# ---- block 1 ----
==> block_1/final_congestion.png <==
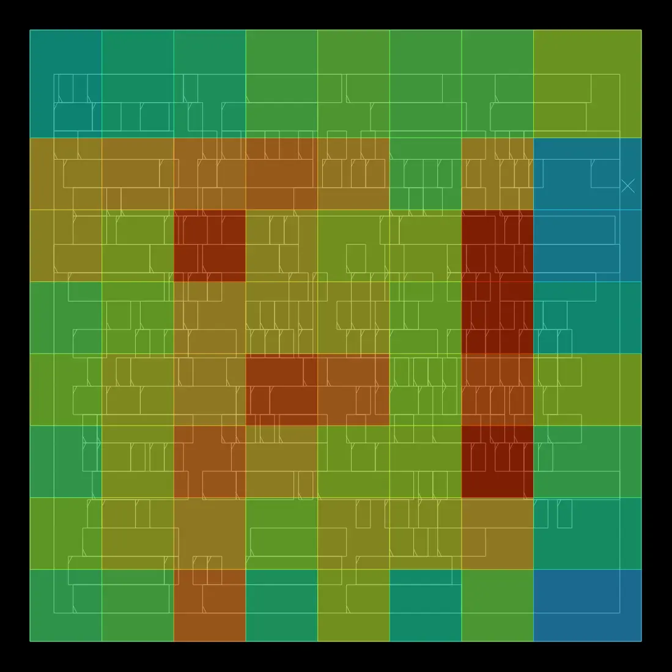

$ cat config.mk
export PLATFORM = sky130hd
export DESIGN_NAME = mult_seq_ctrl
export DESIGN_NICKNAME = d
export VERILOG_FILES = /design/src/rtl/mult_pkg.sv /design/src/rtl/mult_seq_dp.sv /design/src/rtl/mult_seq_ctrl.sv
export SDC_FILE = /design/constraint.sdc
export NUM_CORES = 1
export LEC_CHECK = 0
export ABC_AREA = 1
export CAP_MARGIN = 10
export CORE_MARGIN = 2
export CORE_UTILIZATION = 60
export CTS_BUF_LIST = sky130_fd_sc_hd__clkbuf_2
export DETAILED_ROUTE_END_ITERATION = 7
export DONT_BUFFER_PORTS = 1
export PLACE_DENSITY = 0.76
export SLEW_MARGIN = 25
export SYNTH_ARGS = -nofsm -noshare
export SYNTH_HDL_FRONTEND = slang
export SYNTH_SLANG_ARGS = --single-unit
$ cat constraint.sdc
create_clock -name clk -period 2.7 [get_ports clk]
set_input_delay 0.27 -clock clk [delete_from_list [all_inputs] [get_ports clk]]
set_output_delay 0.27 -clock clk [all_outputs]
set_load 0.05 [all_outputs]
$ cat src/rtl/mult_pkg.sv
/*------------------------------------------------------------------------------
 * Module : mult_pkg
 * Shared types and constants for the sequential shift-and-add multiplier.
 * Rev    : 1.0  initial release
 *----------------------------------------------------------------------------*/
`default_nettype none

package mult_pkg;

  typedef enum logic [1:0] {
    IDLE = 2'd0,
    RUN  = 2'd1,
    DONE = 2'd2
  } state_t;

  localparam int MULT_WIDTH = 4;

  // Counter must reach WIDTH, so it needs one state beyond WIDTH-1.
  function automatic int cnt_width(input int width);
    return $clog2(width + 1);
  endfunction

endpackage

`default_nettype wire

$ cat src/rtl/mult_seq_dp.sv
/*------------------------------------------------------------------------------
 * Module : mult_seq_dp
 * Shift-and-add datapath: accumulator, shifting multiplicand/multiplier, adder.
 * Rev    : 1.0  initial release
 *----------------------------------------------------------------------------*/
`default_nettype none

module mult_seq_dp
  import mult_pkg::*;
#(
  parameter int WIDTH = MULT_WIDTH
) (
  input  logic               clk,
  input  logic               rst,
  input  logic               load,
  input  logic               step,
  input  logic [WIDTH-1:0]   x,
  input  logic [WIDTH-1:0]   y,
  output logic [2*WIDTH-1:0] acc,
  output logic               mplier_zero
);

  logic [2*WIDTH-1:0] acc_r;
  logic [2*WIDTH-1:0] mcand_r;
  logic [WIDTH-1:0]   mplier_r;

  always_ff @(posedge clk or posedge rst) begin
    if (rst) begin
      acc_r    <= '0;
      mcand_r  <= '0;
      mplier_r <= '0;
    end else if (load) begin
      acc_r    <= '0;
      mcand_r  <= {{WIDTH{1'b0}}, x};
      mplier_r <= y;
    end else if (step) begin
      acc_r    <= acc;
      mcand_r  <= mcand_r << 1;
      mplier_r <= mplier_r >> 1;
    end
  end

  // acc includes this cycle's partial product, so the top can capture the
  // final product on the same edge that performs the last add.
  assign acc         = mplier_r[0] ? (acc_r + mcand_r) : acc_r;
  assign mplier_zero = (mplier_r[WIDTH-1:1] == '0);

endmodule

`default_nettype wire

$ cat src/rtl/mult_seq_ctrl.sv
/*------------------------------------------------------------------------------
 * Module : mult_seq_ctrl
 * Sequential multiplier control: FSM, iteration counter, start/busy/done
 * handshake and result registers. Optional macro MULT_EARLY_TERM_EN ends the
 * run as soon as the remaining multiplier bits are all zero.
 * Rev    : 1.0  initial release
 *----------------------------------------------------------------------------*/
`default_nettype none

module mult_seq_ctrl
  import mult_pkg::*;
#(
  parameter int WIDTH = MULT_WIDTH,
  parameter int CNT_W = cnt_width(WIDTH)
) (
  input  logic               clk,
  input  logic               rst,
  input  logic               start,
  input  logic [WIDTH-1:0]   x,
  input  logic [WIDTH-1:0]   y,
  output logic               ready,
  output logic               busy,
  output logic               done,
  output logic [WIDTH-1:0]   res,
  output logic [2*WIDTH-1:0] prod,
  output logic               ovf
);

`ifdef MULT_EARLY_TERM_EN
  localparam bit EARLY_TERM = 1'b1;
`else
  localparam bit EARLY_TERM = 1'b0;
`endif

  localparam logic [CNT_W-1:0] CNT_LAST = CNT_W'(WIDTH - 1);

  state_t             state;
  state_t             state_nxt;
  logic [CNT_W-1:0]   cnt;
  logic               load;
  logic               step;
  logic               last_step;
  logic               mplier_zero;
  logic [2*WIDTH-1:0] acc;

  mult_seq_dp #(
    .WIDTH (WIDTH)
  ) u_dp (
    .clk         (clk),
    .rst         (rst),
    .load        (load),
    .step        (step),
    .x           (x),
    .y           (y),
    .acc         (acc),
    .mplier_zero (mplier_zero)
  );

  assign last_step = (cnt == CNT_LAST) || (EARLY_TERM && mplier_zero);

  always_ff @(posedge clk or posedge rst) begin
    if (rst) begin
      state <= IDLE;
      cnt   <= '0;
      prod  <= '0;
    end else begin
      state <= state_nxt;
      if (load) begin
        cnt <= '0;
      end else if (step) begin
        cnt <= cnt + CNT_W'(1);
      end
      if (step && last_step) begin
        prod <= acc;
      end
    end
  end

  always_comb begin
    state_nxt = state;
    load      = 1'b0;
    step      = 1'b0;
    case (state)
      IDLE: begin
        if (start) begin
          load      = 1'b1;
          state_nxt = RUN;
        end
      end
      RUN: begin
        step = 1'b1;
        if (last_step) begin
          state_nxt = DONE;
        end
      end
      DONE:    state_nxt = IDLE;
      default: state_nxt = IDLE;
    endcase
  end

  assign ready = (state == IDLE);
  assign busy  = (state == RUN);
  assign done  = (state == DONE);
  assign res   = prod[WIDTH-1:0];
  assign ovf   = |prod[2*WIDTH-1:WIDTH];

endmodule

`default_nettype wire

# ---- block 2 ----
File: src/rtl/booth4_multiplier.sv
// Radix-4 Booth sequential signed multiplier, WIDTH/2 iterations plus one DONE cycle; beginSignal is ignored while busy.
// Optional BOOTH4_DIGIT_TRACE_EN exposes the recoded digit (sign-magnitude) each ITER cycle.
module booth4_multiplier #(
  parameter int WIDTH = 8
) (
  input  logic                 clk,
  input  logic                 rst,
  input  logic                 beginSignal,
  input  logic [WIDTH-1:0]     multiplicand,
  input  logic [WIDTH-1:0]     multiplier,
  output logic [2*WIDTH-1:0]   product,
  output logic                 endSignal,
  output logic                 busy,
  output logic [1:0]           state
`ifdef BOOTH4_DIGIT_TRACE_EN
  ,
  output logic [2:0]           digit,
  output logic                 digit_valid
`endif
);

  localparam int AW = WIDTH + 2;
  localparam int CW = (WIDTH > 4) ? $clog2(WIDTH / 2) : 1;

  typedef enum logic [1:0] {
    IDLE = 2'b00,
    ITER = 2'b01,
    DONE = 2'b10
  } state_t;

  state_t              state_q, state_d;
  logic [AW-1:0]       a_q, a_d;
  logic [AW-1:0]       m_q, m_d;
  logic [WIDTH-1:0]    q_q, q_d;
  logic                q1_q, q1_d;
  logic [CW-1:0]       cnt_q, cnt_d;
  logic [2*WIDTH-1:0]  prod_q, prod_d;

  logic [2:0]          trip;
  logic [AW-1:0]       m2;
  logic [AW-1:0]       addend;
  logic [AW-1:0]       sum;

  always_ff @(posedge clk or posedge rst) begin
    if (rst) begin
      state_q <= IDLE;
      a_q     <= '0;
      m_q     <= '0;
      q_q     <= '0;
      q1_q    <= 1'b0;
      cnt_q   <= '0;
      prod_q  <= '0;
    end else begin
      state_q <= state_d;
      a_q     <= a_d;
      m_q     <= m_d;
      q_q     <= q_d;
      q1_q    <= q1_d;
      cnt_q   <= cnt_d;
      prod_q  <= prod_d;
    end
  end

  always_comb begin
    trip   = {q_q[1:0], q1_q};
    m2     = {m_q[AW-2:0], 1'b0};
    addend = '0;
    case (trip)
      3'b001, 3'b010: addend = m_q;
      3'b011:         addend = m2;
      3'b100:         addend = -m2;
      3'b101, 3'b110: addend = -m_q;
      default:        addend = '0;
    endcase
    sum = a_q + addend;
  end

  always_comb begin
    state_d   = state_q;
    a_d       = a_q;
    m_d       = m_q;
    q_d       = q_q;
    q1_d      = q1_q;
    cnt_d     = cnt_q;
    prod_d    = prod_q;
    endSignal = 1'b0;
    busy      = 1'b0;
    case (state_q)
      IDLE: begin
        if (beginSignal) begin
          m_d     = {{2{multiplicand[WIDTH-1]}}, multiplicand};
          q_d     = multiplier;
          a_d     = '0;
          q1_d    = 1'b0;
          cnt_d   = CW'(WIDTH / 2 - 1);
          state_d = ITER;
        end
      end
      ITER: begin
        busy = 1'b1;
        // Arithmetic shift of {S, Q, q_1} right by two.
        a_d  = {{2{sum[AW-1]}}, sum[AW-1:2]};
        q_d  = {sum[1:0], q_q[WIDTH-1:2]};
        q1_d = q_q[1];
        if (cnt_q == '0) begin
          // Product is latched on entry to DONE so it is already valid while endSignal is high.
          prod_d  = {a_d[WIDTH-1:0], q_d};
          state_d = DONE;
        end else begin
          cnt_d = cnt_q - 1'b1;
        end
      end
      DONE: begin
        busy      = 1'b1;
        endSignal = 1'b1;
        state_d   = IDLE;
      end
      default: state_d = IDLE;
    endcase
  end

  assign product = prod_q;
  assign state   = state_q;

`ifdef BOOTH4_DIGIT_TRACE_EN
  always_comb begin
    digit_valid = (state_q == ITER);
    digit       = 3'b000;
    if (digit_valid) begin
      case (trip)
        3'b001, 3'b010: digit = 3'b001;
        3'b011:         digit = 3'b010;
        3'b100:         digit = 3'b110;
        3'b101, 3'b110: digit = 3'b101;
        default:        digit = 3'b000;
      endcase
    end
  end
`endif

endmodule

File: config.mk
export PLATFORM = sky130hd
export DESIGN_NAME = booth4_multiplier
export DESIGN_NICKNAME = d
export VERILOG_FILES = /design/src/rtl/booth4_multiplier.sv
export SDC_FILE = /design/constraint.sdc
export NUM_CORES = 1
export LEC_CHECK = 0
export CORE_ASPECT_RATIO = 1.4
export CORE_MARGIN = 8
export CORE_UTILIZATION = 59
export DETAILED_ROUTE_END_ITERATION = 10
export PLACE_DENSITY_LB_ADDON = 0.08
export SLEW_MARGIN = 10
export SYNTH_ARGS = -nofsm -noshare
export SYNTH_HDL_FRONTEND = slang
export SYNTH_SLANG_ARGS = --single-unit
File: constraint.sdc
create_clock -name clk -period 6.4 [get_ports clk]
set_input_delay 1.92 -clock clk [delete_from_list [all_inputs] [get_ports clk]]
set_output_delay 1.92 -clock clk [all_outputs]
set_load 0.01 [all_outputs]
# ---- block 3 ----
**config.mk**
```make
export PLATFORM = sky130hd
export DESIGN_NAME = digit_serial_add_ctrl
export DESIGN_NICKNAME = d
export VERILOG_FILES = /design/src/rtl/dsa_pkg.sv /design/src/rtl/dsa_digit_adder.sv /design/src/rtl/digit_serial_add_ctrl.sv
export SDC_FILE = /design/constraint.sdc
export NUM_CORES = 1
export LEC_CHECK = 0
export CAP_MARGIN = 30
export CORE_MARGIN = 2
export CORE_UTILIZATION = 30
export CTS_CLUSTER_SIZE = 12
export DETAILED_ROUTE_END_ITERATION = 16
export GPL_TIMING_DRIVEN = 0
export PLACE_DENSITY = 0.51
export SLEW_MARGIN = 5
export SYNTH_ARGS = -nofsm -noshare
export SYNTH_HDL_FRONTEND = slang
export SYNTH_HIERARCHICAL = 1
export SYNTH_SLANG_ARGS = --single-unit
```
**constraint.sdc**
```tcl
create_clock -name clk -period 1.7 [get_ports clk]
set_input_delay 0.17 -clock clk [delete_from_list [all_inputs] [get_ports clk]]
set_output_delay 0.17 -clock clk [all_outputs]
set_load 0.1 [all_outputs]
```
**src/rtl/dsa_pkg.sv**
```systemverilog
// Shared types and helpers for the digit-serial adder controller.
package dsa_pkg;

    typedef enum logic [1:0] {
        IDLE = 2'd0,
        RUN  = 2'd1,
        DONE = 2'd2
    } dsa_state_e;

    localparam int unsigned DIGIT_W = 2;

    // Digit counter width: clog2(number of digits), never narrower than one bit.
    function automatic int unsigned cnt_width(input int unsigned width);
        int unsigned ndig;
        ndig = width / DIGIT_W;
        return (ndig <= 1) ? 1 : $clog2(ndig);
    endfunction

endpackage

```
**src/rtl/dsa_digit_adder.sv**
```systemverilog
// Combinational 2-bit ripple-carry digit adder made of two full-adder cells.
module dsa_digit_adder
    import dsa_pkg::*;
(
    input  logic [DIGIT_W-1:0] a,
    input  logic [DIGIT_W-1:0] b,
    input  logic               ci,
    output logic [DIGIT_W-1:0] s,
    output logic               co
);

    logic w_c1;

    always_comb begin
        s[0] = a[0] ^ b[0] ^ ci;
        w_c1 = (a[0] & b[0]) | (ci & (a[0] ^ b[0]));
        s[1] = a[1] ^ b[1] ^ w_c1;
        co   = (a[1] & b[1]) | (w_c1 & (a[1] ^ b[1]));
    end

endmodule

```
**src/rtl/digit_serial_add_ctrl.sv**
```systemverilog
// Digit-serial WIDTH-bit adder sequencer, 2 bits per cycle LSB first, valid/ready on both sides.
// Optional subtract mode and signed-overflow flag enabled by defining DSA_SUBTRACT_EN.
module digit_serial_add_ctrl
    import dsa_pkg::*;
#(
    parameter int unsigned WIDTH = 8
) (
    input  logic             clk,
    input  logic             rst,
    input  logic             in_valid,
    output logic             in_ready,
    input  logic [WIDTH-1:0] a,
    input  logic [WIDTH-1:0] b,
    input  logic             cin,
`ifdef DSA_SUBTRACT_EN
    input  logic             sub,
    output logic             ovf,
`endif
    output logic             out_valid,
    input  logic             out_ready,
    output logic [WIDTH-1:0] sum,
    output logic             cout,
    output logic             busy
);

    localparam int unsigned NDIG  = WIDTH / DIGIT_W;
    localparam int unsigned CNT_W = cnt_width(WIDTH);
    localparam logic [CNT_W-1:0] CNT_LAST = CNT_W'(NDIG - 1);

    dsa_state_e         r_state;
    dsa_state_e         w_state_nxt;
    logic [WIDTH-1:0]   r_a_sh;
    logic [WIDTH-1:0]   r_b_sh;
    logic [WIDTH-1:0]   r_sum_sh;
    logic               r_carry;
    logic [CNT_W-1:0]   r_cnt;

    logic               w_accept;
    logic               w_last;
    logic [DIGIT_W-1:0] w_dig_s;
    logic               w_dig_c;
    logic [WIDTH-1:0]   w_sum_nxt;
    logic [WIDTH-1:0]   w_b_in;
    logic               w_c_in;

    assign w_accept = in_valid && (r_state == IDLE);
    assign w_last   = (r_state == RUN) && (r_cnt == CNT_LAST);

`ifdef DSA_SUBTRACT_EN
    // Two's-complement subtract: invert b and inject a carry of one.
    assign w_b_in = sub ? ~b : b;
    assign w_c_in = sub ? 1'b1 : cin;
`else
    assign w_b_in = b;
    assign w_c_in = cin;
`endif

    dsa_digit_adder u_digit_adder (
        .a  (r_a_sh[DIGIT_W-1:0]),
        .b  (r_b_sh[DIGIT_W-1:0]),
        .ci (r_carry),
        .s  (w_dig_s),
        .co (w_dig_c)
    );

    generate
        if (WIDTH == DIGIT_W) begin : g_narrow
            assign w_sum_nxt = w_dig_s;
        end else begin : g_wide
            assign w_sum_nxt = {w_dig_s, r_sum_sh[WIDTH-1:DIGIT_W]};
        end
    endgenerate

    // State register
    always_ff @(posedge clk or posedge rst) begin
        if (rst) begin
            r_state <= IDLE;
        end else begin
            r_state <= w_state_nxt;
        end
    end

    // Next-state logic
    always_comb begin
        w_state_nxt = r_state;
        unique case (r_state)
            IDLE:    if (in_valid)  w_state_nxt = RUN;
            RUN:     if (w_last)    w_state_nxt = DONE;
            DONE:    if (out_ready) w_state_nxt = IDLE;
            default: w_state_nxt = IDLE;
        endcase
    end

    // Outputs decoded from registered state only
    always_comb begin
        in_ready  = (r_state == IDLE);
        busy      = (r_state == RUN);
        out_valid = (r_state == DONE);
    end

    always_ff @(posedge clk or posedge rst) begin
        if (rst) begin
            r_a_sh   <= '0;
            r_b_sh   <= '0;
            r_sum_sh <= '0;
            r_carry  <= 1'b0;
            r_cnt    <= '0;
        end else if (w_accept) begin
            r_a_sh   <= a;
            r_b_sh   <= w_b_in;
            r_sum_sh <= '0;
            r_carry  <= w_c_in;
            r_cnt    <= '0;
        end else if (r_state == RUN) begin
            r_a_sh   <= r_a_sh >> DIGIT_W;
            r_b_sh   <= r_b_sh >> DIGIT_W;
            r_sum_sh <= w_sum_nxt;
            r_carry  <= w_dig_c;
            // Hold at the last digit so the counter never wraps.
            if (!w_last) begin
                r_cnt <= r_cnt + CNT_W'(1);
            end
        end
    end

    assign sum  = r_sum_sh;
    assign cout = r_carry;

`ifdef DSA_SUBTRACT_EN
    logic r_a_msb;
    logic r_b_msb;
    logic r_ovf;

    // Signed overflow: operand signs agree but the result sign differs.
    always_ff @(posedge clk or posedge rst) begin
        if (rst) begin
            r_a_msb <= 1'b0;
            r_b_msb <= 1'b0;
            r_ovf   <= 1'b0;
        end else if (w_accept) begin
            r_a_msb <= a[WIDTH-1];
            r_b_msb <= w_b_in[WIDTH-1];
        end else if (w_last) begin
            r_ovf <= (r_a_msb == r_b_msb) && (w_sum_nxt[WIDTH-1] != r_a_msb);
        end
    end

    assign ovf = r_ovf;
`endif

endmodule

```
==> block_3/zoom.png <==
Window x 42 to 67, y 42 to 67 um. Cells in grey, sequential cells in the stronger grey; small squares are vias.
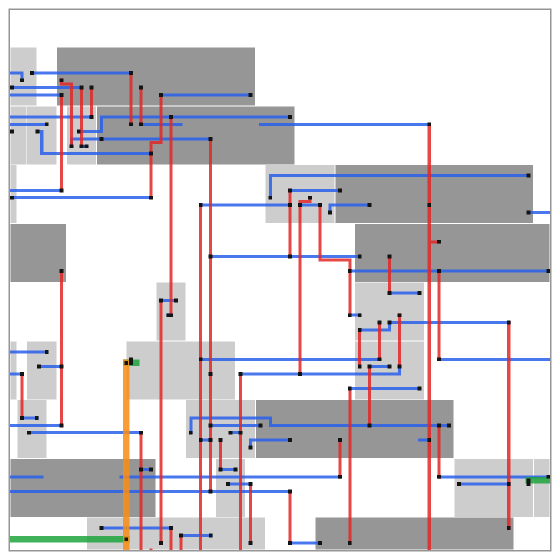
[met1] blue
[met4] orange
[met3] green
[met2] red
cells with their middle in the window: 20
most frequent: dfrtp_1 (7), inv_1 (6), a22o_1 (4)
sequential cells in the window: 7
netlist names of flops here include: sum (4), r_b_sh (3)

==> flow_summary.toml, block 3 <==
# implementation run metrics
[placed_design]
post-place-ws_ps = -656.4

[cts]
cts_hold_buf = 0
clkTransAtPathRegs_ps = 70
root_buffer = "clkbuf_8"

[outcome]
status = "finished, final reports clean"

[synth]
yosys-top-cells-area = "dfrtp_1, a22o_1, nor4b_1"
post_synth.cell_area_avg_um2 = 11.50
ys_sh_adder_pct = 3.684
ys_sh_simple_pct = 16.40
ys_sh_aoi_pct = 20.00
xor_area_share_pct = 0
syn_nets = 148
edf_count = 0
top_area_cell = "dfrtp_1"
synth-main-ff-cell = "dfrtp_1"
ys_cells = 124

[layout]
stdcell_count = 218

[sta]
finClkSkew_ps = 5.788
slew_headroom_pct = 36.84
hold_slack_ps = 249.7
tightest_slew_ps = 951.1

[critical_path]
reg2reg_depth = 5
crit_cells = 1
crit_slowest_cell = "clkdlybuf4s15_1"
path_delay_family = "buffers and inverters"

[routing]
via_per_inst = 5.225
wl_um = 3395
dr_wl_met2_um = 1634

[global_routing]
grt_max_degree = 19
met3_usage_pct = 3.867
-- block 3: layout by cell type (no fill, tap or decap), drive strengths merged, types with 2 or more instances in the layout --
cell	instances
dfrtp	29
clkbuf	12
a211o	4
a22o	8
a32o	2
clkdlybuf4s15	5
nor4bb	3
buf	12
nor2	8
a221oi	7
nor4b	8
fa	2
or4b	6
inv	18
clkdlybuf4s50	20
nor3b	2
and3	2
o221a	6
-- block 3: cell type report --
| class | instances | area (um^2) | share of cell area [%] |
|---|---|---|---|
| plain buffers | 10 | 62.56 | 3.163 |
| clock buffers | 7 | 86.33 | 4.364 |
| clock inverters | 1 | 30.03 | 1.518 |
| inverters | 18 | 67.56 | 3.416 |
| multi-input cells | 66 | 589.3 | 29.79 |
| flip-flops and latches | 29 | 729.5 | 36.88 |
| well taps | 54 | 67.56 | 3.416 |
| repair buffers | 33 | 345.3 | 17.46 |
==> block_2/final_congestion.png <==
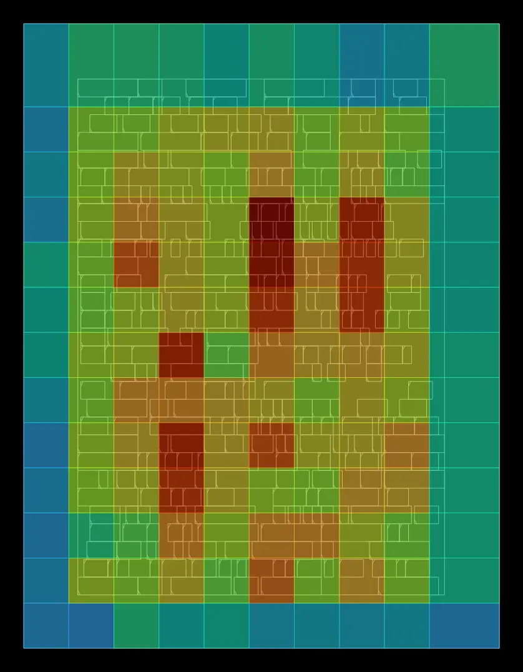
met3 Track Usage GR: 3.579%
met1 Use GR: 20.23%
WL/cell: 15.37 um

==> flow_summary.toml, block 2 <==
# implementation run metrics
[sta]
max_freq_mhz = 286.0
drv_slew = 0
fin_ws_ps = 2904

[layout]
n_all_buffers = 40
comb_share_pct = 44.47
nMultiInputCombCells = 203
largest_cell_class = "combinational gates"

[critical_path]
crit_arrival_ps = 1580
rrSetupSlack_ps = 3220
crit_fanout = 4

[global_routing]
grt_pass1_vias = 2145

[cts]
h-tree-depth = 2

[synth]
ys_sh_mux_pct = 11.04
synth_cell_types = 45
post_synth.cell_area_avg_um2 = 9.651
top_area_share_pct = 42.27

[placed_design]
place_area_um2 = 3084

[outcome]
status = "finished, final reports clean"
## block 2: state kept, by name, indices dropped and copies added, names as in the netlist
signal / cells
product: 16
a_q: 8
m_q: 8
q_q: 8
cnt_q: 2
state: 2
q1_q: 1
## block 2: worst max path at each step
| stage | start | to | slack, ps | cells after the start |
|---|---|---|---|---|
| after CTS | state[1] | busy | 2890 | 3 |
| after global placement | beginSignal | a_q[1] | 3080 | 5 |
| final | state[1] | busy | 2900 | 3 |
| after global routing | state[1] | busy | 2850 | 3 |
| after detailed placement | beginSignal | a_q[2] | 3060 | 5 |
| after floorplan | beginSignal | cnt_q[0] | 3410 | 5 |
## block 2: layer usage
layer	part of all wire (%)	track usage, %	vias to the layer above
li1	-	-	1041
met1	42	20.23	1024
met2	52	30.69	42
met3	4.1	3.579	9
met4	1.8	7.203	0
met5	0	0	-
==> block_1/zoom.png <==
Window x 31 to 56, y 31 to 56 um. Cells in grey, sequential cells in the stronger grey; small squares are vias.
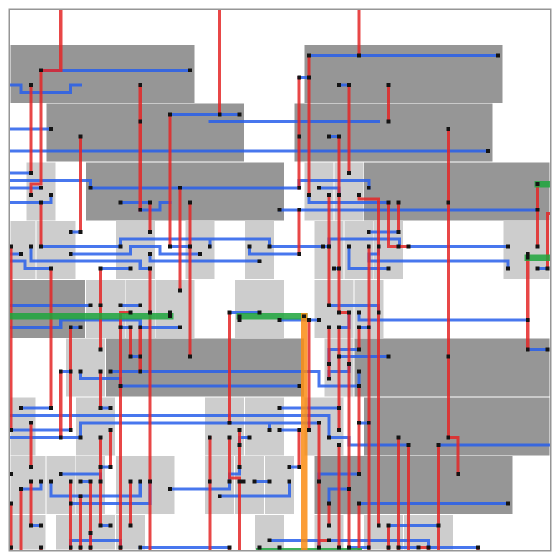
[met2] red
[met1] blue
[met3] green
[met4] orange
cells with their middle in the window: 49
netlist names of flops here include: prod (6), u_dp.acc_r (3)
sequential cells in the window: 10
most frequent: nand2_1 (18), dfrtp_1 (10), nand3_1 (8)

## Picture notes: block_1/final_congestion.png
GRT Total Usage: 22.91%
met3 Track Usage GR: 6.813%
fin util: 67.26%
met2 usage: 39.00%

==> flow_summary.toml, block 1 <==
# implementation run metrics
[outcome]
status = "finished, violations left"
violations = "DRC"

[layout]
diodes = 0
n_all_buffers = 3
layout.nets = 229
final_layout_top_logic_cells = "nand2_1, dfrtp_1, inv_1"
buf_share_pct = 1.326
nNonClkInverters = 31
clock_buffers = 5

[synth]
top_cell = "nand2_1"
yosys-top-cells-area = "dfrtp_1, nand2_1, ha_1"
ys_cells = 206
netlist_area_um2 = 1792
synth-main-ff-cell = "dfrtp_1"
synth-async-reset-ratio_pct = 100.0

[floorplan]
fp.dieW_um = 58.65
ios = 27
die_h_um = 58.65
tap_cells = 31

[critical_path]
worst-path-buf-inv = 0
setup.worst_path.start = "prod[4]"

[min_path]
hold_depth = 2

[routing]
drc = 1
drtPass1Iterations = 6
via_per_inst = 5.579

[run]
warnings = 26

[sta]
tightest_slew_ps = 899.7
fin_setup_tns_ps = 0

[global_routing]
grt_pass1_wl_um = 5823

[cts]
cts_hold_buf = 1
[block 1: worst register-to-register path, stage by stage, from the launching register on]
cell and delay, ps:
dfrtp_1 440, ha_1 240, fa_1 390, nand2_1 100, nand2_1 90, nand3b_1 110
nand2_1 60, nand2_1 50, nand3_1 80, nand3_1 100, nand2_1 50
[block 1: sequential cells by signal, summed over array words and instances, names as in the netlist]
signal	flops
state	2
prod	8
u_dp.mplier_r	4
u_dp.mcand_r	8
cnt	3
u_dp.acc_r	8
[block 1: metal layers]
metal,wire (um),track usage [%],share of wire (%)
met5,0,0,0
met4,65,7.468,2.0
met3,112,6.813,3.4
met2,1665,39.00,51
met1,1449,28.03,44


==> gallery <==
Logic cells by family.
(a)
Scale: 3 px per um.
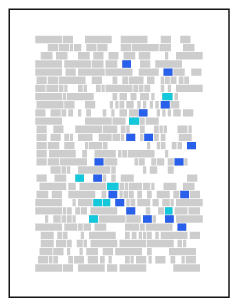
(b)
Scale: 4 px per um.
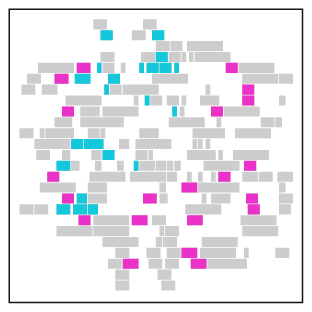
(c)
Scale: 4 px per um.
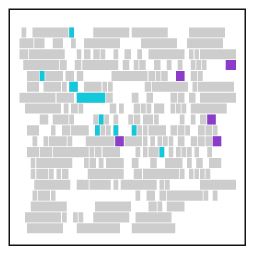
- most cells: (a)
| from | picture |
|---|---|
| block 1 | (c) |
| block 3 | (b) |
| block 2 | (a) |

Key to (c):
[AND and OR gates] purple | cells: 5 | where: middle right
[NOR gates] cyan | cells: 9

